==================== ctrl_pipeline
### Where the registers sit, ctrl_pipeline

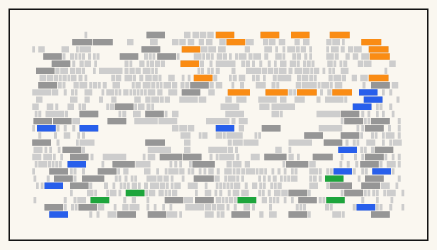

--- config.mk ---
export PLATFORM = sky130hd
export DESIGN_NAME = ctrl_pipeline
export DESIGN_NICKNAME = d
export VERILOG_FILES = /design/src/rtl/ctrl_pkg.sv /design/src/rtl/ctrl_pipeline_hazard.sv /design/src/rtl/ctrl_pipeline.sv
export SDC_FILE = /design/constraint.sdc
export NUM_CORES = 1
export LEC_CHECK = 0
export ABC_AREA = 1
export CORE_ASPECT_RATIO = 0.5
export CORE_MARGIN = 8
export CORE_UTILIZATION = 42
export DETAILED_ROUTE_END_ITERATION = 6
export PLACE_DENSITY = 0.79
export RECOVER_POWER = 50
export SYNTH_ARGS = -nofsm -noshare
export SYNTH_HDL_FRONTEND = slang
export SYNTH_SLANG_ARGS = --single-unit
--- constraint.sdc ---
create_clock -name clk -period 1.9 [get_ports clk]
set_input_delay 0.475 -clock clk [delete_from_list [all_inputs] [get_ports clk]]
set_output_delay 0.475 -clock clk [all_outputs]
set_load 0.05 [all_outputs]
--- src/rtl/ctrl_pkg.sv ---
// ctrl_pkg: shared control-bundle layout, opcodes and forward-select encodings
// Bundle layout, MSB first:
//   {RegDst,RegWrite,MemtoReg,MemRead,MemWrite,BranchEqual,BranchnotEqual,
//    ALUSrc,Issigned,ALUop[3:0]}
package ctrl_pkg;

    localparam int CTRL_W = 13;

    localparam int B_REGDST    = 12;
    localparam int B_REGWRITE  = 11;
    localparam int B_MEMTOREG  = 10;
    localparam int B_MEMREAD   = 9;
    localparam int B_MEMWRITE  = 8;
    localparam int B_BEQ       = 7;
    localparam int B_BNE       = 6;
    localparam int B_ALUSRC    = 5;
    localparam int B_ISSIGNED  = 4;
    localparam int B_ALUOP_MSB = 3;
    localparam int B_ALUOP_LSB = 0;

    localparam logic [5:0] OP_LW   = 6'h12;
    localparam logic [5:0] OP_LUI  = 6'h0f;
    localparam logic [5:0] OP_LBU  = 6'h22;
    localparam logic [5:0] OP_SB   = 6'h28;
    localparam logic [5:0] OP_SW   = 6'h2b;
    localparam logic [5:0] OP_R    = 6'h03;
    localparam logic [5:0] OP_ADDI = 6'h09;
    localparam logic [5:0] OP_ANDI = 6'h0c;
    localparam logic [5:0] OP_BEQ  = 6'h05;
    localparam logic [5:0] OP_BNE  = 6'h04;
    localparam logic [5:0] OP_JAL  = 6'h07;
    localparam logic [5:0] OP_J    = 6'h02;
    localparam logic [5:0] OP_ORI  = 6'h0e;

    // A bubble is indistinguishable from an opcode-0x0 instruction.
    localparam logic [CTRL_W-1:0] BUBBLE = '0;

    typedef enum logic [1:0] {
        FWD_RF  = 2'd0,
        FWD_WB  = 2'd1,
        FWD_MEM = 2'd2
    } fwd_t;

    // True when a writing stage targets a nonzero register equal to r.
    function automatic logic reg_hit(input logic we, input logic [4:0] w, input logic [4:0] r);
        return we && (w != 5'd0) && (w == r);
    endfunction

endpackage

--- src/rtl/ctrl_pipeline_hazard.sv ---
// hazard_unit: combinational branch resolution, stall detection and forward selects
// Optional feature macro: CTRL_PIPELINE_FORWARD_EN
//   defined   -> EX/MEM and MEM/WB forwarding, stall only on load-use
//   undefined -> no forwarding, stall on any RAW against ID/EX or EX/MEM
// Ports:
//   ex_zero                       ALU zero flag of the instruction in EX
//   idex_beq/bne/mem_read/reg_write  selected ID/EX control bits
//   idex_wreg/rs/rt               ID/EX register indices
//   exmem_reg_write/exmem_wreg    EX/MEM writer
//   memwb_reg_write/memwb_wreg    MEM/WB writer
//   id_rs/id_rt                   source fields of the instruction in ID
//   branch_taken                  taken branch in EX
//   stall                         hold PC and IF/ID, bubble ID/EX
//   fwd_a/fwd_b                   ALU operand forward selects
module hazard_unit
    import ctrl_pkg::*;
(
    input  logic       ex_zero,
    input  logic       idex_beq,
    input  logic       idex_bne,
    input  logic       idex_mem_read,
    input  logic       idex_reg_write,
    input  logic [4:0] idex_wreg,
    input  logic [4:0] idex_rs,
    input  logic [4:0] idex_rt,
    input  logic       exmem_reg_write,
    input  logic [4:0] exmem_wreg,
    input  logic       memwb_reg_write,
    input  logic [4:0] memwb_wreg,
    input  logic [4:0] id_rs,
    input  logic [4:0] id_rt,
    output logic       branch_taken,
    output logic       stall,
    output logic [1:0] fwd_a,
    output logic [1:0] fwd_b
);

`ifdef CTRL_PIPELINE_FORWARD_EN
    localparam bit FWD_EN = 1'b1;
`else
    localparam bit FWD_EN = 1'b0;
`endif

    logic load_use;
    logic raw_stall;

    always_comb begin
        branch_taken = (idex_beq & ex_zero) | (idex_bne & ~ex_zero);
        load_use     = reg_hit(idex_mem_read, idex_wreg, id_rs) |
                       reg_hit(idex_mem_read, idex_wreg, id_rt);
        // Without forwarding a result is only usable once it reaches MEM/WB,
        // because the register file writes before it reads.
        raw_stall    = load_use |
                       reg_hit(idex_reg_write, idex_wreg, id_rs) |
                       reg_hit(idex_reg_write, idex_wreg, id_rt) |
                       reg_hit(exmem_reg_write, exmem_wreg, id_rs) |
                       reg_hit(exmem_reg_write, exmem_wreg, id_rt);
        stall        = FWD_EN ? load_use : raw_stall;
        // EX/MEM is checked first so the younger result wins a double match.
        fwd_a = !FWD_EN                                       ? FWD_RF  :
                reg_hit(exmem_reg_write, exmem_wreg, idex_rs) ? FWD_MEM :
                reg_hit(memwb_reg_write, memwb_wreg, idex_rs) ? FWD_WB  : FWD_RF;
        fwd_b = !FWD_EN                                       ? FWD_RF  :
                reg_hit(exmem_reg_write, exmem_wreg, idex_rt) ? FWD_MEM :
                reg_hit(memwb_reg_write, memwb_wreg, idex_rt) ? FWD_WB  : FWD_RF;
    end

endmodule

--- src/rtl/ctrl_pipeline.sv ---
// ctrl_pipeline: ID/EX, EX/MEM, MEM/WB control registers with stall/flush generation
// Optional feature macro: CTRL_PIPELINE_FORWARD_EN (operand forwarding, see hazard_unit)
// Ports:
//   clk, rst                      clock, synchronous active-high reset
//   id_ctrl, id_jump              decoder bundle and jump flag for the instruction in ID
//   id_rs, id_rt, id_rd           register fields in ID
//   ex_zero                       ALU zero flag of the instruction in EX
//   pc_we, ifid_we, ifid_flush    front-end write enables and IF/ID clear
//   ex_branch_taken               taken branch resolved in EX
//   idex/exmem/memwb_ctrl         stage control registers
//   idex_rs, idex_rt              EX source indices
//   exmem_wreg, memwb_wreg        destination indices of MEM and WB
//   fwd_a, fwd_b                  ALU operand forward selects
//   stall_cnt, flush_cnt          saturating event counters
module ctrl_pipeline #(
    parameter int CTRL_W = ctrl_pkg::CTRL_W,
    parameter int CNT_W  = 16
) (
    input  logic              clk,
    input  logic              rst,
    input  logic [CTRL_W-1:0] id_ctrl,
    input  logic              id_jump,
    input  logic [4:0]        id_rs,
    input  logic [4:0]        id_rt,
    input  logic [4:0]        id_rd,
    input  logic              ex_zero,
    output logic              pc_we,
    output logic              ifid_we,
    output logic              ifid_flush,
    output logic              ex_branch_taken,
    output logic [CTRL_W-1:0] idex_ctrl,
    output logic [CTRL_W-1:0] exmem_ctrl,
    output logic [CTRL_W-1:0] memwb_ctrl,
    output logic [4:0]        idex_rs,
    output logic [4:0]        idex_rt,
    output logic [4:0]        exmem_wreg,
    output logic [4:0]        memwb_wreg,
    output logic [1:0]        fwd_a,
    output logic [1:0]        fwd_b,
    output logic [CNT_W-1:0]  stall_cnt,
    output logic [CNT_W-1:0]  flush_cnt
);

    import ctrl_pkg::*;

    logic [4:0] idex_wreg;
    logic [4:0] id_wreg;
    logic       hz_taken;
    logic       hz_stall;
    logic [1:0] hz_fwd_a;
    logic [1:0] hz_fwd_b;
    logic       advance;

    hazard_unit u_hazard (
        .ex_zero         (ex_zero),
        .idex_beq        (idex_ctrl[B_BEQ]),
        .idex_bne        (idex_ctrl[B_BNE]),
        .idex_mem_read   (idex_ctrl[B_MEMREAD]),
        .idex_reg_write  (idex_ctrl[B_REGWRITE]),
        .idex_wreg       (idex_wreg),
        .idex_rs         (idex_rs),
        .idex_rt         (idex_rt),
        .exmem_reg_write (exmem_ctrl[B_REGWRITE]),
        .exmem_wreg      (exmem_wreg),
        .memwb_reg_write (memwb_ctrl[B_REGWRITE]),
        .memwb_wreg      (memwb_wreg),
        .id_rs           (id_rs),
        .id_rt           (id_rt),
        .branch_taken    (hz_taken),
        .stall           (hz_stall),
        .fwd_a           (hz_fwd_a),
        .fwd_b           (hz_fwd_b)
    );

    // A taken branch overrides the stall; a stalled jump flushes only once
    // the stall releases because its flush is gated by ~hz_stall.
    always_comb begin
        id_wreg         = id_ctrl[B_REGDST] ? id_rd : id_rt;
        ex_branch_taken = ~rst & hz_taken;
        pc_we           = ~rst & (ex_branch_taken | ~hz_stall);
        ifid_we         = pc_we;
        ifid_flush      = rst | ex_branch_taken | (~hz_stall & id_jump);
        advance         = ~rst & ~ex_branch_taken & ~hz_stall;
        fwd_a           = rst ? FWD_RF : hz_fwd_a;
        fwd_b           = rst ? FWD_RF : hz_fwd_b;
    end

    always_ff @(posedge clk) begin
        if (rst) begin
            idex_ctrl  <= BUBBLE;
            idex_rs    <= 5'd0;
            idex_rt    <= 5'd0;
            idex_wreg  <= 5'd0;
            exmem_ctrl <= BUBBLE;
            exmem_wreg <= 5'd0;
            memwb_ctrl <= BUBBLE;
            memwb_wreg <= 5'd0;
            stall_cnt  <= '0;
            flush_cnt  <= '0;
        end else begin
            idex_ctrl  <= advance ? id_ctrl : BUBBLE;
            idex_rs    <= advance ? id_rs   : 5'd0;
            idex_rt    <= advance ? id_rt   : 5'd0;
            idex_wreg  <= advance ? id_wreg : 5'd0;
            exmem_ctrl <= idex_ctrl;
            exmem_wreg <= idex_wreg;
            memwb_ctrl <= exmem_ctrl;
            memwb_wreg <= exmem_wreg;
            if (!pc_we && stall_cnt != '1)
                stall_cnt <= stall_cnt + CNT_W'(1);
            if (ifid_flush && flush_cnt != '1)
                flush_cnt <= flush_cnt + CNT_W'(1);
        end
    end

endmodule

==================== zbreak
[src/rtl/zbreak.sv]
// zbreak: breakpoint / single-step NMI request generator.
// Snoops Z80 M1 fetches and raises imm_nmi until the CPU enters NMI.
module zbreak #(
  parameter int unsigned FIRE_TMO = 63
) (
  input  logic        rst_n,
  input  logic        fclk,
  input  logic        zpos,
  input  logic        zneg,
  input  logic        m1_n,
  input  logic        mreq_n,
  input  logic [15:0] a,
  input  logic        wr_stb,
  input  logic [3:0]  wr_addr,
  input  logic [7:0]  wr_data,
  input  logic        in_nmi,
  output logic        imm_nmi,
  output logic        hit_valid,
  output logic [1:0]  hit_idx,
  output logic        hit_step,
  output logic        fire_tmo
);

  typedef enum logic [1:0] {
    IDLE,
    WATCH,
    FIRE,
    WAIT_EXIT
  } state_t;

  localparam logic [7:0] TMO    = 8'(FIRE_TMO);
  localparam logic [7:0] TMO_M1 = 8'(FIRE_TMO - 1);

  state_t      state;
  state_t      state_nx;
  logic [15:0] bp [4];
  logic [3:0]  en;
  logic [3:0]  os;
  logic [7:0]  n;
  logic        m1_s;
  logic        mreq_s;
  logic        seen_d;
  logic [7:0]  cnt;
  logic        armed;

  logic        seen;
  logic        m1_edge;
  logic        wr_bp;
  logic        wr_cfg;
  logic        wr_n;
  logic        wr_clr;
  logic [3:0]  match;
  logic [1:0]  low_idx;
  logic        active;
  logic        step_hit;
  logic        fire;
  logic        tmo_now;
  logic        tmo_exit;
  logic        cfg_zero;

  assign seen    = ~m1_s & ~mreq_s;
  assign m1_edge = seen & ~seen_d;

  assign wr_bp  = wr_stb & ~wr_addr[3];
  assign wr_cfg = wr_stb & (wr_addr == 4'd8);
  assign wr_n   = wr_stb & (wr_addr == 4'd9);
  assign wr_clr = wr_stb & (wr_addr == 4'd10);

  assign cfg_zero = (en == 4'd0) && (n == 8'd0);

  // Detection only counts fetches in WATCH outside NMI mode.
  assign active   = (state == WATCH) & m1_edge & ~in_nmi;
  assign step_hit = active & (n == 8'd1);
  assign fire     = active & ((|match) | step_hit);

  // Timeout once the prescaler reaches FIRE_TMO zpos ticks.
  assign tmo_now = (zpos && cnt == TMO_M1) || (cnt >= TMO);
  assign tmo_exit = (state == FIRE) & armed & ~in_nmi & tmo_now;

  // Full 16-bit compare against each enabled breakpoint.
  always_comb begin
    match = '0;
    for (int i = 0; i < 4; i++) begin
      match[i] = en[i] & (a == bp[i]);
    end
  end

  // Lowest-numbered match wins; keep old index when step-only.
  always_comb begin
    low_idx = hit_idx;
    priority case (1'b1)
      match[0]: low_idx = 2'd0;
      match[1]: low_idx = 2'd1;
      match[2]: low_idx = 2'd2;
      match[3]: low_idx = 2'd3;
      default:  low_idx = hit_idx;
    endcase
  end

  // Next-state logic; armed enforces a 2-fclk minimum pulse.
  always_comb begin
    state_nx = state;
    unique case (state)
      IDLE: begin
        if (!cfg_zero) state_nx = WATCH;
      end
      WATCH: begin
        if (fire) state_nx = FIRE;
      end
      FIRE: begin
        if (armed && in_nmi) state_nx = WAIT_EXIT;
        else if (tmo_exit) state_nx = WATCH;
      end
      WAIT_EXIT: begin
        if (!in_nmi) state_nx = cfg_zero ? IDLE : WATCH;
      end
      default: state_nx = IDLE;
    endcase
  end

  // Sample M1 on the rising and MREQ on the falling Z80 edge.
  always_ff @(posedge fclk or negedge rst_n) begin
    if (!rst_n) begin
      m1_s   <= 1'b1;
      mreq_s <= 1'b1;
      seen_d <= 1'b0;
    end else begin
      if (zpos) m1_s <= m1_n;
      if (zneg) mreq_s <= mreq_n;
      seen_d <= seen;
    end
  end

  // State register, registered request level and fire prescaler.
  always_ff @(posedge fclk or negedge rst_n) begin
    if (!rst_n) begin
      state   <= IDLE;
      imm_nmi <= 1'b0;
      armed   <= 1'b0;
      cnt     <= 8'd0;
    end else begin
      state   <= state_nx;
      imm_nmi <= (state_nx == FIRE);
      armed   <= (state == FIRE);
      if (state != FIRE) cnt <= 8'd0;
      else if (zpos && cnt < TMO) cnt <= cnt + 8'd1;
    end
  end

  // Breakpoint address registers.
  always_ff @(posedge fclk or negedge rst_n) begin
    if (!rst_n) begin
      for (int i = 0; i < 4; i++) bp[i] <= 16'd0;
    end else if (wr_bp) begin
      if (wr_addr[0]) bp[wr_addr[2:1]][15:8] <= wr_data;
      else bp[wr_addr[2:1]][7:0] <= wr_data;
    end
  end

  // Enable/one-shot masks and step counter; writes win.
  always_ff @(posedge fclk or negedge rst_n) begin
    if (!rst_n) begin
      en <= 4'd0;
      os <= 4'd0;
      n  <= 8'd0;
    end else begin
      if (wr_cfg) begin
        en <= wr_data[3:0];
        os <= wr_data[7:4];
      end else if (fire) begin
        en <= en & ~(match & os);
      end
      if (wr_n) n <= wr_data;
      else if (active && n != 8'd0) n <= n - 8'd1;
    end
  end

  // Sticky status; a new fire has priority over a clear.
  always_ff @(posedge fclk or negedge rst_n) begin
    if (!rst_n) begin
      hit_valid <= 1'b0;
      hit_idx   <= 2'd0;
      hit_step  <= 1'b0;
      fire_tmo  <= 1'b0;
    end else begin
      if (fire) begin
        hit_valid <= 1'b1;
        hit_idx   <= low_idx;
        hit_step  <= step_hit;
      end else if (wr_clr) begin
        hit_valid <= 1'b0;
        hit_step  <= 1'b0;
      end
      if (tmo_exit) fire_tmo <= 1'b1;
      else if (wr_clr) fire_tmo <= 1'b0;
    end
  end

endmodule

[config.mk]
export PLATFORM = sky130hd
export DESIGN_NAME = zbreak
export DESIGN_NICKNAME = d
export VERILOG_FILES = /design/src/rtl/zbreak.sv
export SDC_FILE = /design/constraint.sdc
export NUM_CORES = 1
export LEC_CHECK = 0
export CORE_MARGIN = 10
export CORE_UTILIZATION = 52
export DETAILED_ROUTE_END_ITERATION = 7
export GPL_TIMING_DRIVEN = 0
export PLACE_DENSITY_LB_ADDON = 0.25
export SETUP_SLACK_MARGIN = 0.2
export SLEW_MARGIN = 10
export SYNTH_ARGS = -nofsm -noshare
export SYNTH_HDL_FRONTEND = slang
export SYNTH_SLANG_ARGS = --single-unit
[constraint.sdc]
create_clock -name fclk -period 1.85 [get_ports fclk]
set_clock_uncertainty 0.1 [all_clocks]
set_input_delay 0.37 -clock fclk [delete_from_list [all_inputs] [get_ports fclk]]
set_output_delay 0.37 -clock fclk [all_outputs]
set_load 0.01 [all_outputs]
==================== bcd_score_keeper
==> src/rtl/bcd_score_keeper.sv <==
`default_nettype none
// +--------------------------------------------------------------------------+
// | Module   : bcd_score_keeper                                              |
// | Brief    : Six-digit BCD score register. Adds 0-9 points per request     |
// |            by rippling the carry one digit per clock, and saturates at   |
// |            999999 with a sticky overflow flag. Adds are refused while    |
// |            frozen. Define HIGH_SCORE_EN to keep a high-score record that |
// |            survives new-game clears.                                     |
// | Revision : 1.0 - initial release                                         |
// +--------------------------------------------------------------------------+
module bcd_score_keeper (
    input  logic        clk,
    input  logic        reset,
    input  logic        clear,
    input  logic        freeze,
    input  logic        add,
    input  logic [3:0]  amount,
    output logic        busy,
    output logic        overflow,
    output logic [3:0]  bcd0,
    output logic [3:0]  bcd1,
    output logic [3:0]  bcd2,
    output logic [3:0]  bcd3,
    output logic [3:0]  bcd4,
    output logic [3:0]  bcd5,
    output logic [23:0] hi_bcd,
    output logic        new_record
);

    typedef enum logic [1:0] {
        ST_IDLE = 2'd0,
        ST_ADD  = 2'd1,
        ST_SAT  = 2'd2
    } state_t;

    localparam logic [23:0] C_SCORE_MAX  = 24'h999999;
    localparam logic [3:0]  C_AMOUNT_MAX = 4'd9;
    localparam logic [2:0]  C_TOP_IDX    = 3'd5;

    state_t      r_state;
    state_t      w_state_next;
    logic [23:0] r_score;
    logic [23:0] w_score_next;
    logic [3:0]  r_carry;
    logic [3:0]  w_carry_next;
    logic [2:0]  r_idx;
    logic [2:0]  w_idx_next;
    logic        r_overflow;
    logic        w_overflow_next;

    logic [4:0]  w_base;
    logic [3:0]  w_digit;
    logic [4:0]  w_sum;
    logic [3:0]  w_digit_wrap;

    // Digit currently being worked on and its sum with the pending carry.
    // The carry register holds the clamped amount on the first step and
    // 0/1 afterwards, so the sum never exceeds 18.
    assign w_base       = {r_idx, 2'b00};
    assign w_digit      = r_score[w_base +: 4];
    assign w_sum        = {1'b0, w_digit} + {1'b0, r_carry};
    // Modulo-16 subtraction gives the right result for sums 10..18.
    assign w_digit_wrap = w_sum[3:0] - 4'd10;

    // Next-state logic: accept in IDLE, ripple one digit per ADD cycle,
    // force all nines in SAT.
    always_comb begin
        w_state_next    = r_state;
        w_score_next    = r_score;
        w_carry_next    = r_carry;
        w_idx_next      = r_idx;
        w_overflow_next = r_overflow;
        case (r_state)
            ST_IDLE: begin
                if (add && !freeze) begin
                    if (r_overflow) begin
                        // Score is already pinned at 999999; rippling would
                        // only flash intermediate zeros on the display.
                        w_state_next = ST_SAT;
                    end else begin
                        w_carry_next = (amount > C_AMOUNT_MAX) ? C_AMOUNT_MAX : amount;
                        w_idx_next   = 3'd0;
                        w_state_next = ST_ADD;
                    end
                end
            end
            ST_ADD: begin
                if (w_sum >= 5'd10) begin
                    w_score_next[w_base +: 4] = w_digit_wrap;
                    w_carry_next              = 4'd1;
                    if (r_idx == C_TOP_IDX) begin
                        w_state_next = ST_SAT;
                    end else begin
                        w_idx_next = r_idx + 3'd1;
                    end
                end else begin
                    w_score_next[w_base +: 4] = w_sum[3:0];
                    w_carry_next              = 4'd0;
                    w_state_next              = ST_IDLE;
                end
            end
            ST_SAT: begin
                w_score_next    = C_SCORE_MAX;
                w_overflow_next = 1'b1;
                w_state_next    = ST_IDLE;
            end
            default: begin
                w_state_next = ST_IDLE;
            end
        endcase
    end

    // State register; reset and new-game clear both abort any addition.
    always_ff @(posedge clk) begin
        if (reset || clear) begin
            r_state    <= ST_IDLE;
            r_score    <= '0;
            r_carry    <= '0;
            r_idx      <= '0;
            r_overflow <= 1'b0;
        end else begin
            r_state    <= w_state_next;
            r_score    <= w_score_next;
            r_carry    <= w_carry_next;
            r_idx      <= w_idx_next;
            r_overflow <= w_overflow_next;
        end
    end

    assign busy     = (r_state != ST_IDLE);
    assign overflow = r_overflow;
    assign bcd0     = r_score[3:0];
    assign bcd1     = r_score[7:4];
    assign bcd2     = r_score[11:8];
    assign bcd3     = r_score[15:12];
    assign bcd4     = r_score[19:16];
    assign bcd5     = r_score[23:20];

`ifdef HIGH_SCORE_EN
    logic        r_freeze_d;
    logic        r_cmp_pend;
    logic [23:0] r_hi;
    logic        r_new_record;
    logic        w_cmp_req;

    // A compare is wanted on the freeze rising edge, and keeps being wanted
    // while freeze stays high until the adder is idle.
    assign w_cmp_req = freeze && (!r_freeze_d || r_cmp_pend);

    // High-score capture. Valid BCD digits order the same way as the packed
    // binary vector, so a plain magnitude compare is an MSD-first compare.
    always_ff @(posedge clk) begin
        if (reset) begin
            r_freeze_d   <= 1'b0;
            r_cmp_pend   <= 1'b0;
            r_hi         <= '0;
            r_new_record <= 1'b0;
        end else begin
            r_freeze_d <= freeze;
            if (clear) begin
                r_cmp_pend   <= 1'b0;
                r_new_record <= 1'b0;
            end else if (w_cmp_req) begin
                if (r_state == ST_IDLE) begin
                    r_cmp_pend <= 1'b0;
                    if (r_score > r_hi) begin
                        r_hi         <= r_score;
                        r_new_record <= 1'b1;
                    end
                end else begin
                    r_cmp_pend <= 1'b1;
                end
            end else begin
                r_cmp_pend <= 1'b0;
            end
        end
    end

    assign hi_bcd     = r_hi;
    assign new_record = r_new_record;
`else
    assign hi_bcd     = '0;
    assign new_record = 1'b0;
`endif

endmodule
`default_nettype wire

==> config.mk <==
export PLATFORM = sky130hd
export DESIGN_NAME = bcd_score_keeper
export DESIGN_NICKNAME = d
export VERILOG_FILES = /design/src/rtl/bcd_score_keeper.sv
export SDC_FILE = /design/constraint.sdc
export NUM_CORES = 1
export LEC_CHECK = 0
export CORE_AREA = 5 5 104 106
export CTS_BUF_LIST = sky130_fd_sc_hd__clkbuf_8
export CTS_CLUSTER_DIAMETER = 30
export CTS_CLUSTER_SIZE = 16
export DETAILED_ROUTE_END_ITERATION = 7
export DIE_AREA = 0 0 109 111
export GPL_ROUTABILITY_DRIVEN = 1
export SYNTH_ARGS = -nofsm -noshare
export SYNTH_HDL_FRONTEND = slang
export SYNTH_SLANG_ARGS = --single-unit
==> constraint.sdc <==
create_clock -name clk -period 10.5 [get_ports clk]
set_input_delay 1.05 -clock clk [delete_from_list [all_inputs] [get_ports clk]]
set_output_delay 1.05 -clock clk [all_outputs]
set_load 0.1 [all_outputs]
==================== uart_rx
## src/rtl/uart_defs_pkg.sv

```systemverilog
// Shared UART definitions: receiver FSM encoding and bit-timing helpers,
// used by both the receive and transmit paths.
package uart_defs;

    // Receiver FSM states.
    typedef enum logic [2:0] {
        S_IDLE  = 3'd0,
        S_START = 3'd1,
        S_DATA  = 3'd2,
        S_STOP  = 3'd3,
        S_BREAK = 3'd4
    } rx_state_e;

    // Clock cycles per bit period (integer division).
    function automatic int clks_per_bit(input int clk_freq, input int baud);
        return clk_freq / baud;
    endfunction

    // Clock cycles to the middle of a bit period.
    function automatic int half_bit(input int clk_freq, input int baud);
        return (clk_freq / baud) / 2;
    endfunction

    // Width of a counter that must hold values up to n-1 (at least 1 bit).
    function automatic int cnt_width(input int n);
        return (n > 2) ? $clog2(n) : 1;
    endfunction

endpackage

```

## src/rtl/uart_rx_sync_2ff.sv

```systemverilog
// Single-bit two-flop synchronizer with a configurable reset value.
module sync_2ff #(
    parameter logic RST_VAL = 1'b1
) (
    input  logic clk,
    input  logic rst,
    input  logic d_i,
    output logic q_o
);

    logic meta_q;
    logic sync_q;

    // Two back-to-back flops give the first stage a full cycle to settle.
    always_ff @(posedge clk or posedge rst) begin
        if (rst) begin
            meta_q <= RST_VAL;
            sync_q <= RST_VAL;
        end else begin
            meta_q <= d_i;
            sync_q <= meta_q;
        end
    end

    assign q_o = sync_q;

endmodule

```

## src/rtl/uart_rx.sv

```systemverilog
// 8N1 UART receiver: mid-bit sampling, valid/ready byte output,
// frame-error and overrun pulses, break (held-low line) suppression.
module uart_rx
    import uart_defs::*;
#(
    parameter int CLK_FREQ = 50000000,
    parameter int BAUD     = 115200
) (
    input  logic       clk,
    input  logic       rst,
    input  logic       rx,
    output logic [7:0] data,
    output logic       valid,
    input  logic       ready,
    output logic       frame_err,
    output logic       overrun
);

    localparam int CLKS_PER_BIT = clks_per_bit(CLK_FREQ, BAUD);
    localparam int HALF_BIT     = half_bit(CLK_FREQ, BAUD);
    localparam int CNT_W        = cnt_width(CLKS_PER_BIT);

    localparam logic [CNT_W-1:0] BIT_LAST  = CNT_W'(CLKS_PER_BIT - 1);
    localparam logic [CNT_W-1:0] HALF_LAST = CNT_W'(HALF_BIT - 1);

    logic rx_s;

    rx_state_e        state_q,     state_d;
    logic [CNT_W-1:0] clk_cnt_q,   clk_cnt_d;
    logic [2:0]       bit_cnt_q,   bit_cnt_d;
    logic [7:0]       shift_q,     shift_d;
    logic [7:0]       data_q,      data_d;
    logic             valid_q,     valid_d;
    logic             frame_err_q, frame_err_d;
    logic             overrun_q,   overrun_d;

    logic deliver;
    logic stop_bad;

    // Idle-high reset value keeps reset from looking like a start bit.
    sync_2ff #(
        .RST_VAL (1'b1)
    ) u_sync (
        .clk (clk),
        .rst (rst),
        .d_i (rx),
        .q_o (rx_s)
    );

    // State, counters, shift register and output register.
    always_ff @(posedge clk or posedge rst) begin
        if (rst) begin
            state_q     <= S_IDLE;
            clk_cnt_q   <= '0;
            bit_cnt_q   <= '0;
            shift_q     <= '0;
            data_q      <= '0;
            valid_q     <= 1'b0;
            frame_err_q <= 1'b0;
            overrun_q   <= 1'b0;
        end else begin
            state_q     <= state_d;
            clk_cnt_q   <= clk_cnt_d;
            bit_cnt_q   <= bit_cnt_d;
            shift_q     <= shift_d;
            data_q      <= data_d;
            valid_q     <= valid_d;
            frame_err_q <= frame_err_d;
            overrun_q   <= overrun_d;
        end
    end

    // Next-state logic: frame sequencing plus byte delivery to the consumer.
    always_comb begin
        state_d     = state_q;
        clk_cnt_d   = clk_cnt_q;
        bit_cnt_d   = bit_cnt_q;
        shift_d     = shift_q;
        data_d      = data_q;
        valid_d     = valid_q;
        frame_err_d = 1'b0;
        overrun_d   = 1'b0;
        deliver     = 1'b0;
        stop_bad    = 1'b0;

        unique case (state_q)
            S_IDLE: begin
                clk_cnt_d = '0;
                if (!rx_s) begin
                    state_d = S_START;
                end
            end
            S_START: begin
                if (clk_cnt_q == HALF_LAST) begin
                    clk_cnt_d = '0;
                    if (!rx_s) begin
                        state_d   = S_DATA;
                        bit_cnt_d = '0;
                    end else begin
                        // Start bit vanished by mid-bit: treat as a glitch.
                        state_d = S_IDLE;
                    end
                end else begin
                    clk_cnt_d = clk_cnt_q + 1'b1;
                end
            end
            S_DATA: begin
                if (clk_cnt_q == BIT_LAST) begin
                    clk_cnt_d = '0;
                    shift_d   = {rx_s, shift_q[7:1]};
                    bit_cnt_d = bit_cnt_q + 1'b1;
                    if (bit_cnt_q == 3'd7) begin
                        state_d = S_STOP;
                    end
                end else begin
                    clk_cnt_d = clk_cnt_q + 1'b1;
                end
            end
            S_STOP: begin
                if (clk_cnt_q == BIT_LAST) begin
                    clk_cnt_d = '0;
                    if (rx_s) begin
                        deliver = 1'b1;
                        state_d = S_IDLE;
                    end else begin
                        stop_bad = 1'b1;
                        state_d  = S_BREAK;
                    end
                end else begin
                    clk_cnt_d = clk_cnt_q + 1'b1;
                end
            end
            S_BREAK: begin
                // Hold off until the line returns high so a stuck-low line
                // does not produce a stream of bogus frames.
                clk_cnt_d = '0;
                if (rx_s) begin
                    state_d = S_IDLE;
                end
            end
            default: begin
                state_d   = S_IDLE;
                clk_cnt_d = '0;
            end
        endcase

        frame_err_d = stop_bad;

        if (deliver) begin
            if (!valid_q || ready) begin
                data_d  = shift_q;
                valid_d = 1'b1;
            end else begin
                // Unconsumed byte wins; the new one is dropped.
                overrun_d = 1'b1;
            end
        end else if (valid_q && ready) begin
            valid_d = 1'b0;
        end
    end

    assign data      = data_q;
    assign valid     = valid_q;
    assign frame_err = frame_err_q;
    assign overrun   = overrun_q;

endmodule

```

## config.mk

```make
export PLATFORM = sky130hd
export DESIGN_NAME = uart_rx
export DESIGN_NICKNAME = d
export VERILOG_FILES = /design/src/rtl/uart_defs_pkg.sv /design/src/rtl/uart_rx_sync_2ff.sv /design/src/rtl/uart_rx.sv
export SDC_FILE = /design/constraint.sdc
export NUM_CORES = 1
export LEC_CHECK = 0
export CELL_PAD_IN_SITES_DETAIL_PLACEMENT = 0
export CELL_PAD_IN_SITES_GLOBAL_PLACEMENT = 1
export CORE_UTILIZATION = 45
export CTS_CLUSTER_DIAMETER = 100
export DETAILED_ROUTE_END_ITERATION = 6
export GPL_ROUTABILITY_DRIVEN = 0
export PLACE_DENSITY_LB_ADDON = 0.1
export SLEW_MARGIN = 20
export SYNTH_ARGS = -nofsm -noshare
export SYNTH_HDL_FRONTEND = slang
export SYNTH_SLANG_ARGS = --single-unit
```

## constraint.sdc

```tcl
create_clock -name clk -period 2.2 [get_ports clk]
set_input_delay 0.44 -clock clk [delete_from_list [all_inputs] [get_ports clk]]
set_output_delay 0.44 -clock clk [all_outputs]
set_load 0.005 [all_outputs]
```

### Routed metal, one colour a layer, bcd_score_keeper

Only two layers are drawn.
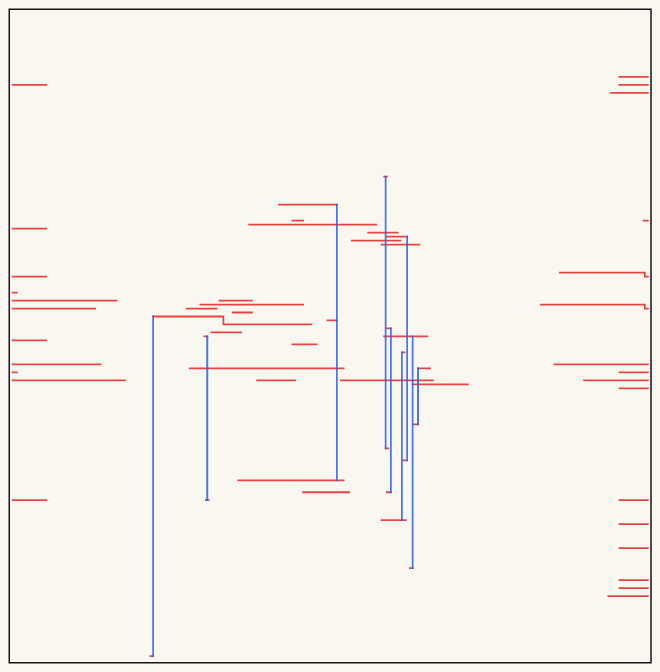
[metal 4] blue | wire length: 322 um
[metal 3] red | wire length: 443 um

==> run_results.csv, bcd_score_keeper <==
group,metric,value,unit
critical_path,r2r_setup_slack,5.86,ns
critical_path,crit_path_start_kind,"register",
global_routing,antenna_found_initial,0,
clock_tree,postCtsHoldBufs,0,
logic_synthesis,ys.flop_type,"dfxtp_1",
routing,drtIter0Drc,149,
die,initial_utilization,24.5,%
logic_synthesis,top_cells_by_area,"dfxtp_1 29%, buf_4 8.2%, ha_1 7.4%",
global_routing,busiest_layer,"met2",
routing,drcViolationCount,0,
critical_path,critPathKind,"register to register",
timing,setup_tns,0,ns
timing,hold_viol_final,0,
timing,layout_min_cycle_time,4.64,ns
power,peakVddDrop,33.5,uV
power,p_switching,0.000115,W
timing,rsz0062_at_grt,"no",
die,die_w,109,um
layout,n_clock_buffer,6,
power,power_frac_seq,42.6,%
timing,whs,0.472,ns
critical_path,worst_path_largest_cell_delay,0.89,ns
power,power_leader,"sequential cells",
outcome,status,"completed",
die,die-area,0.0121,sq mm
routing,wire_per_inst,15.1,um
routing,met3_length,443,um
clock_tree,cts-root-buf,"clkbuf_8",
global_routing,grt_pass1_wl,11000,um
global_routing,grt_pass1_vias,2226,
layout,n_all_buffers,35,
power,powerSeq,0.000131,W
global_routing,use_met1,12.9,%
logic_synthesis,syn-cell-area,0.00237,sq mm
power,comb-power,0.0000707,W
logic_synthesis,yosys-top-cells-count,"34 x dfxtp_1, 26 x buf_4, 23 x nand2_1",
clock_tree,cts_buffer_depth,2,
layout,logic_gates,227,
bcd_score_keeper: per-stage QoR:
stage	utilization, %	cells
6_report	29.1	450
5_1_grt	29.1	450
4_1_cts	29.1	450
3_5_place_dp	28.1	442
3_3_place_gp	28.1	442
2_1_floorplan	-	313
bcd_score_keeper: cell usage in the layout (no fill, tap or decap), drive strengths merged, types with 5 or more instances in the layout:
master	n
nor2	21
ha	14
clkbuf	6
inv	13
o21ai	27
o311ai	7
conb	25
a21oi	13
dfxtp	34
clkdlybuf4s50	34
nand4	9
o21a	5
mux2i	5
nand3	17
and2	6
nand2	23
bcd_score_keeper: registers in the layout, summed over array words and instances, names as in the netlist:
name	flops
r_score	24
r_carry	4
r_idx	3
r_state	2
overflow	1
bcd_score_keeper: final timing paths:
check / end
max: r_idx[2]
min: r_carry[2]
max reg2reg: r_idx[2]
min reg2reg: r_carry[2]
bcd_score_keeper: cell families after synthesis:
family | share of synthesized area (%)
other | 0.158
multiplexers | 6.06
AND-OR/OR-AND | 22.4
flip-flops | 28.7
adder cells (fa/ha/maj) | 8.22
XOR/XNOR | 0.738
AND/OR/NAND/NOR | 21.0
buffers and inverters | 12.8
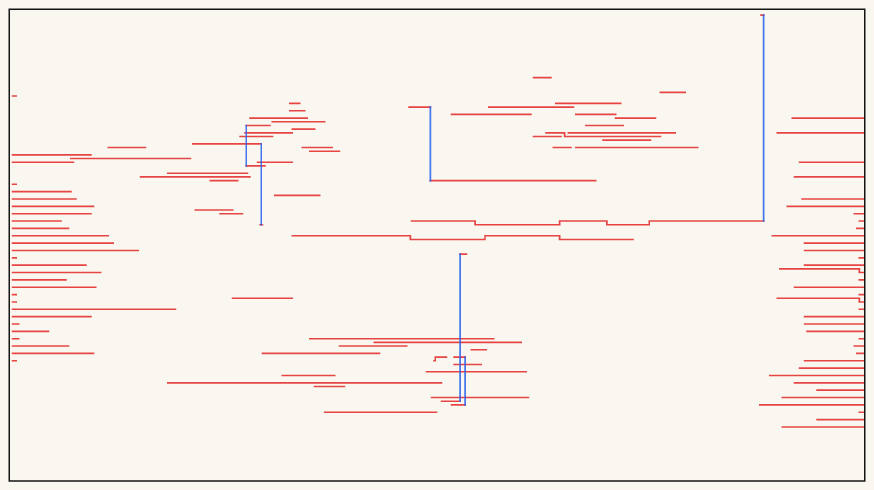
*Routed metal, one colour a layer, ctrl_pipeline*
Only two layers are drawn.
[metal 3] red | wire length: 1,370 um
[metal 4] blue | wire length: 110 um

## Picture notes: 'Where the registers sit' of ctrl_pipeline
[`flush_cnt`] orange | sequential cells: 16
[`idex_rt`] green | sequential cells: 5
[`exmem_ctrl`] blue | sequential cells: 13
not coloured: 62

==> run_results.csv, ctrl_pipeline <==
group,metric,value,unit
outcome,status,"complete, but fails checks",
outcome,failed_checks,"setup timing",
logic_synthesis,ys_cells,565,
power,peakVddDrop,483,uV
min_path,min_from,"exmem_ctrl[2]",
placed_design,hpwlAfterDp,9620,um
clock_tree,clkTransAtPathRegs,0.07,ns
layout,n_clock_buffer,10,
layout,logic_area,0.00198,sq mm
run,warnings,29,
layout,n_fill_cell,962,
layout,layout.cells.most_common,"nor2_1",
logic_synthesis,ys_seq_elements,96,
logic_synthesis,ys_sh_aoi,5.77,%
timing,setup_viol,3,
timing,layout_setup_ws,-0.197,ns
run,drv_cap,0,
[ctrl_pipeline: synth_stat cells]
library cell	instances	area, sq um
clkinv_1	1	3.75
o22ai_1	1	6.26
a21oi_1	25	125
o21ai_0	3	15.0
inv_1	78	293
dfxtp_1	96	1920
nor3_4	2	32.5
nor4_1	2	12.5
xor2_1	16	140
ha_1	2	25.0
a21oi_2	10	87.6
nand3_2	2	20.0
nand2_1	96	360
buf_12	1	20.0
conb_1	1	3.75
inv_2	6	22.5
clkbuf_1	10	37.5
nand4_1	22	138
nand3_1	31	155
buf_2	6	30.0
nor3b_1	1	7.51
buf_4	12	90.1
nand2_4	1	11.3
nor2_1	97	364
nand4_4	1	21.3
and3_1	1	6.26
nor3_1	10	50.1
o21ai_1	2	10.0
nand3b_1	2	15.0
nand2_2	12	75.1
xnor2_1	15	131
[ctrl_pipeline: where the power goes]
| group | internal (W) | total [W] | switching, W |
|---|---|---|---|
| Clock | 0.000899 | 0.00167 | 0.000773 |
| Sequential | 0.00208 | 0.00214 | 0.0000539 |
| Combinational | 0.000255 | 0.000804 | 0.000550 |
| Total | 0.00324 | 0.00461 | 0.00138 |
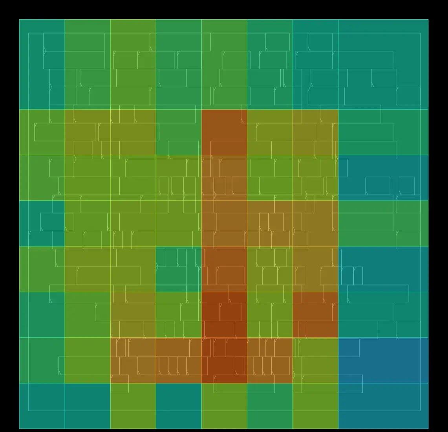
*Track usage over the die, uart_rx*
GR Util met2: 22.9%
met3 Usage GRT: 6.83%
busiest grt layer: met1
GRT met1 Usage: 23.1%

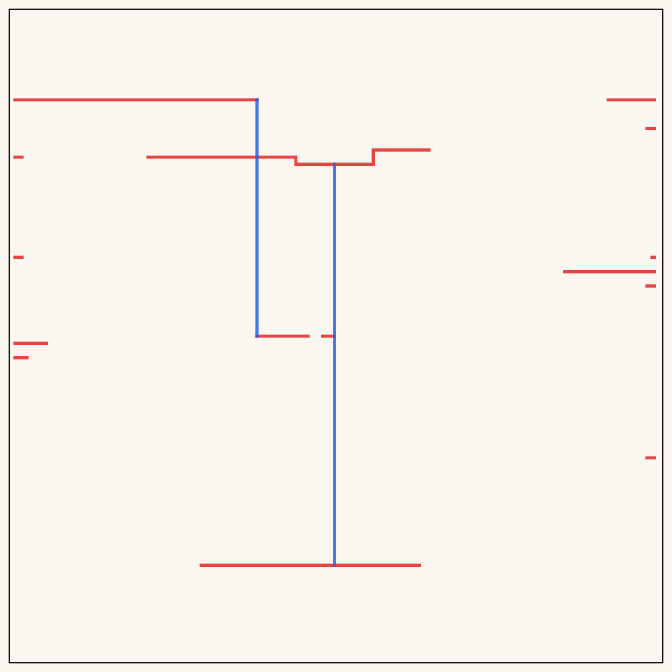
*Routed metal, one colour a layer, uart_rx*
Only two layers are drawn.
[metal 3] red | wire length: 99.1 um
[metal 4] blue | wire length: 60.5 um

==> run_results.csv, uart_rx <==
group,metric,value,unit
logic_synthesis,top_cell_area_share,52.7,%
layout,area_growth,18.7,%
die,die_w,61.9,um
power,p_per_area,597,mW/mm^2
clock_tree,cts_sinks,36,
power,netSwitchingFraction,20.5,%
outcome,status,"completed",
critical_path,critPathKind,"register to register",
die,initial_utilization,47.7,%
layout,drive_gt1_share,24.5,%
placed_design,hpwlAfterDp,1880,um
power,pwr-share-clk,39.8,%
die,die-area,0.00383,sq mm
layout,nets,163,
placed_design,dpl_cell_area,0.00184,sq mm
critical_path,required,2.44,ns
logic_synthesis,syn-cell-area,0.00162,sq mm
power,clk-power,0.000456,W
layout,lay_top_cells,"34 x dfrtp_1, 16 x nor2_1, 14 x clkdlybuf4s50_1",
global_routing,overflow,0,
critical_path,crit_path_start_kind,"register",
power,comb-power,0.0000234,W
logic_synthesis,synth_warnings,0,
layout,antenna_cells,0,
critical_path,crit_buf_inv,2,
logic_synthesis,fp_nets,138,
timing,finalMaxSlewViolations,0,
logic_synthesis,yosysMostFrequentCell,"dfrtp_1",
timing,rsz0062_at_grt,"no",
layout,largest_reg_flops,9,
min_path,holdPathStages,0,
routing,drtIter0Drc,16,
logic_synthesis,synthCells,129,
placed_design,io_buffers,14,
## uart_rx: layout make-up
cell class              count  area [sq um]
flip-flops and latches     36           903
inverters                   7          26.3
fillers                   291          1470
multi-input cells          83           662
clock inverters             2          35.0
well taps                  46          57.6
clock buffers               6          41.3
repair buffers             21           193
## uart_rx: cells by family after synthesis
kind of cell / synth area share (%)
mux: 13.0
simple gates: 15.1
buf+inv: 3.10
fa+ha+maj: 3.87
compound gates: 5.19
xor+xnor: 3.80
flops: 55.9
## uart_rx: through the flow
step	util, %	hold WS [ns]	power (W)	setup slack, ns
after floorplan	-	0.345	0.000691	0.303
after global placement	54.3	0.348	0.000703	0.223
after detailed placement	54.3	0.349	0.000704	0.198
after CTS	56.6	0.364	0.00116	0.198
after global routing	56.6	0.375	0.00120	0.108
final	56.6	0.363	0.00115	0.207
## uart_rx: path summary, 6_finish.rpt
path | from | to | slack (ns)
max | clk_cnt_q[1] | data[5] | 0.21
min | u_sync.meta_q | u_sync.q_o | 0.36
max reg2reg | clk_cnt_q[1] | data[5] | 0.21
min reg2reg | u_sync.meta_q | u_sync.q_o | 0.36
max in group asynchronous | rst | u_sync.meta_q | 1.25
min in group asynchronous | rst | bit_cnt_q[2] | 0.37
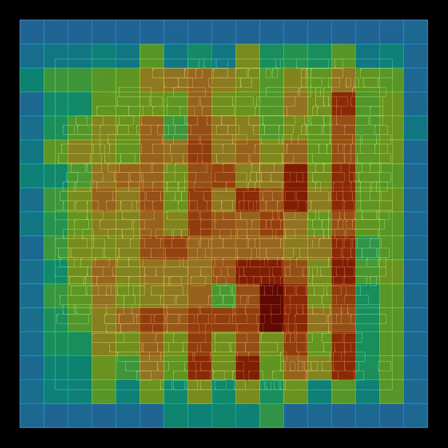
*Track usage over the die, zbreak*
GR Util All Layers: 16.7%
busiest grt layer: met2
wire per inst: 18.7 um
fin util: 66.6%
GRT met1 Usage: 19.9%

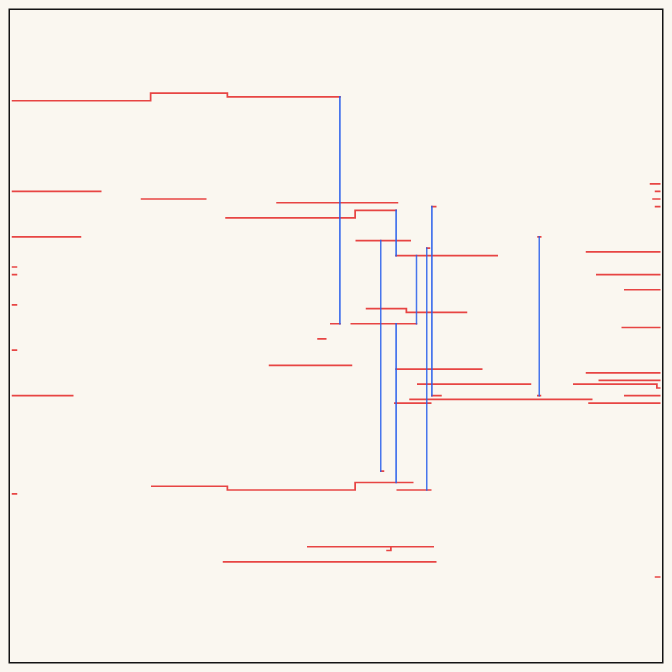
*Routed metal, one colour a layer, zbreak*
Only two layers are drawn.
[metal 4] blue | wire length: 237 um
[metal 3] red | wire length: 541 um

==> run_results.csv, zbreak <==
group,metric,value,unit
outcome,status,"complete, but fails checks",
clock_tree,clkTransAtPathRegs,0.09,ns
outcome,failed_checks,"setup timing",
logic_synthesis,ys.flop_type,"dfrtp_1",
power,leakagePower,2.73,nW
timing,setup_viol,8,
power,p_comb_share,26.4,%
min_path,min_from,"wr_data[7]",
logic_synthesis,top_area_cell,"dfrtp_1",
power,peakVddDrop,582,uV
global_routing,grt_pass1_vias,3560,
layout,area_growth,24.9,%
critical_path,cp-startpoint,"bp[53]",
timing,finalMaxSlewViolations,0,
power,p_switching,0.00183,W
logic_synthesis,top_cells_by_area,"dfrtp_1 50%, mux2_2 16%, xor2_1 13%",
die,core_area,0.00924,sq mm
clock_tree,postCtsHoldBufs,1,
critical_path,end_kind,"register",
timing,layout_setup_ws,-0.148,ns
-- zbreak: cell families (layout without fill, tap and decap cells) --
kind of cell	after synthesis	in the layout	synth area share (%)
muxes	71	71	16.2
buffers and inverters	26	103	2.08
DFF	100	100	50.9
xor gates and xnor gates	76	76	13.5
AOI/OAI and AO/OA	38	38	5.39
and+or+nand+nor	98	98	10.6
adders and majority gates	5	5	1.27
-- zbreak: sequential cells by signal (all words and copies together), names as in the netlist, 2 cells and up --
| register | cells |
|---|---|
| state | 2 |
| en | 4 |
| os | 4 |
| cnt | 8 |
| bp | 64 |
| hit_idx | 2 |
| n | 8 |
-- zbreak: stage by stage --
stage,TNS [ns],setup WS [ns],instances
floorplan,0,0.176,414
detailed placement,-46.34,-0.908,577
global placement,-377.44,-3.37,576
CTS,-1.03,-0.176,610
finish,-0.704,-0.148,620
global route,-1.69,-0.209,620
-- zbreak: cell type report --
class | instances | area share, %
Multi-Input combinational cell | 288 | 42.6
Sequential cell | 100 | 40.8
Timing Repair Buffer | 61 | 9.09
Tap cell | 129 | 2.62
Clock buffer | 12 | 2.20
Buffer | 16 | 1.28
Clock inverter | 4 | 0.814
Inverter | 10 | 0.610


==> gallery <==
Metal 3.
Plate I
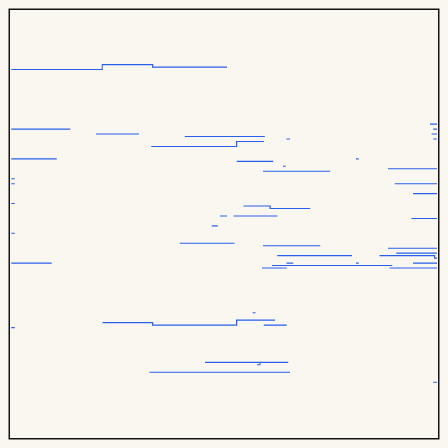
Plate II
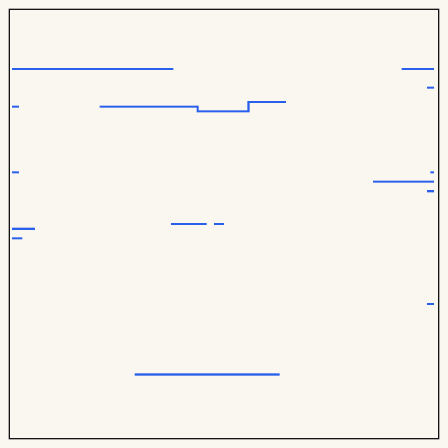
Plate III
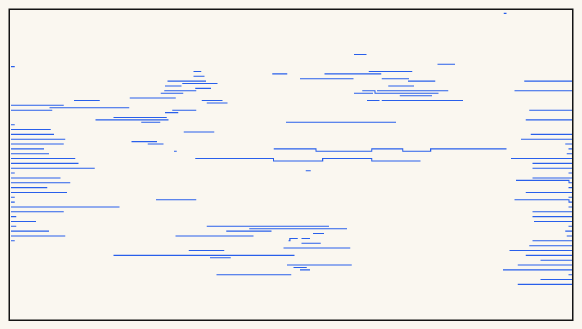
Plate IV
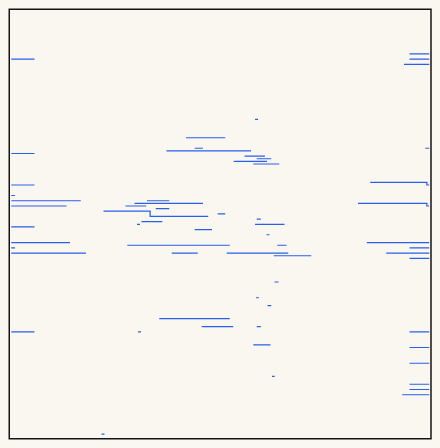
For ctrl_pipeline, see Plate III.
For bcd_score_keeper, see Plate IV.
For uart_rx, see Plate II.
For zbreak, see Plate I.

Power figures rest on the tool's default switching activity, not on a simulated workload.
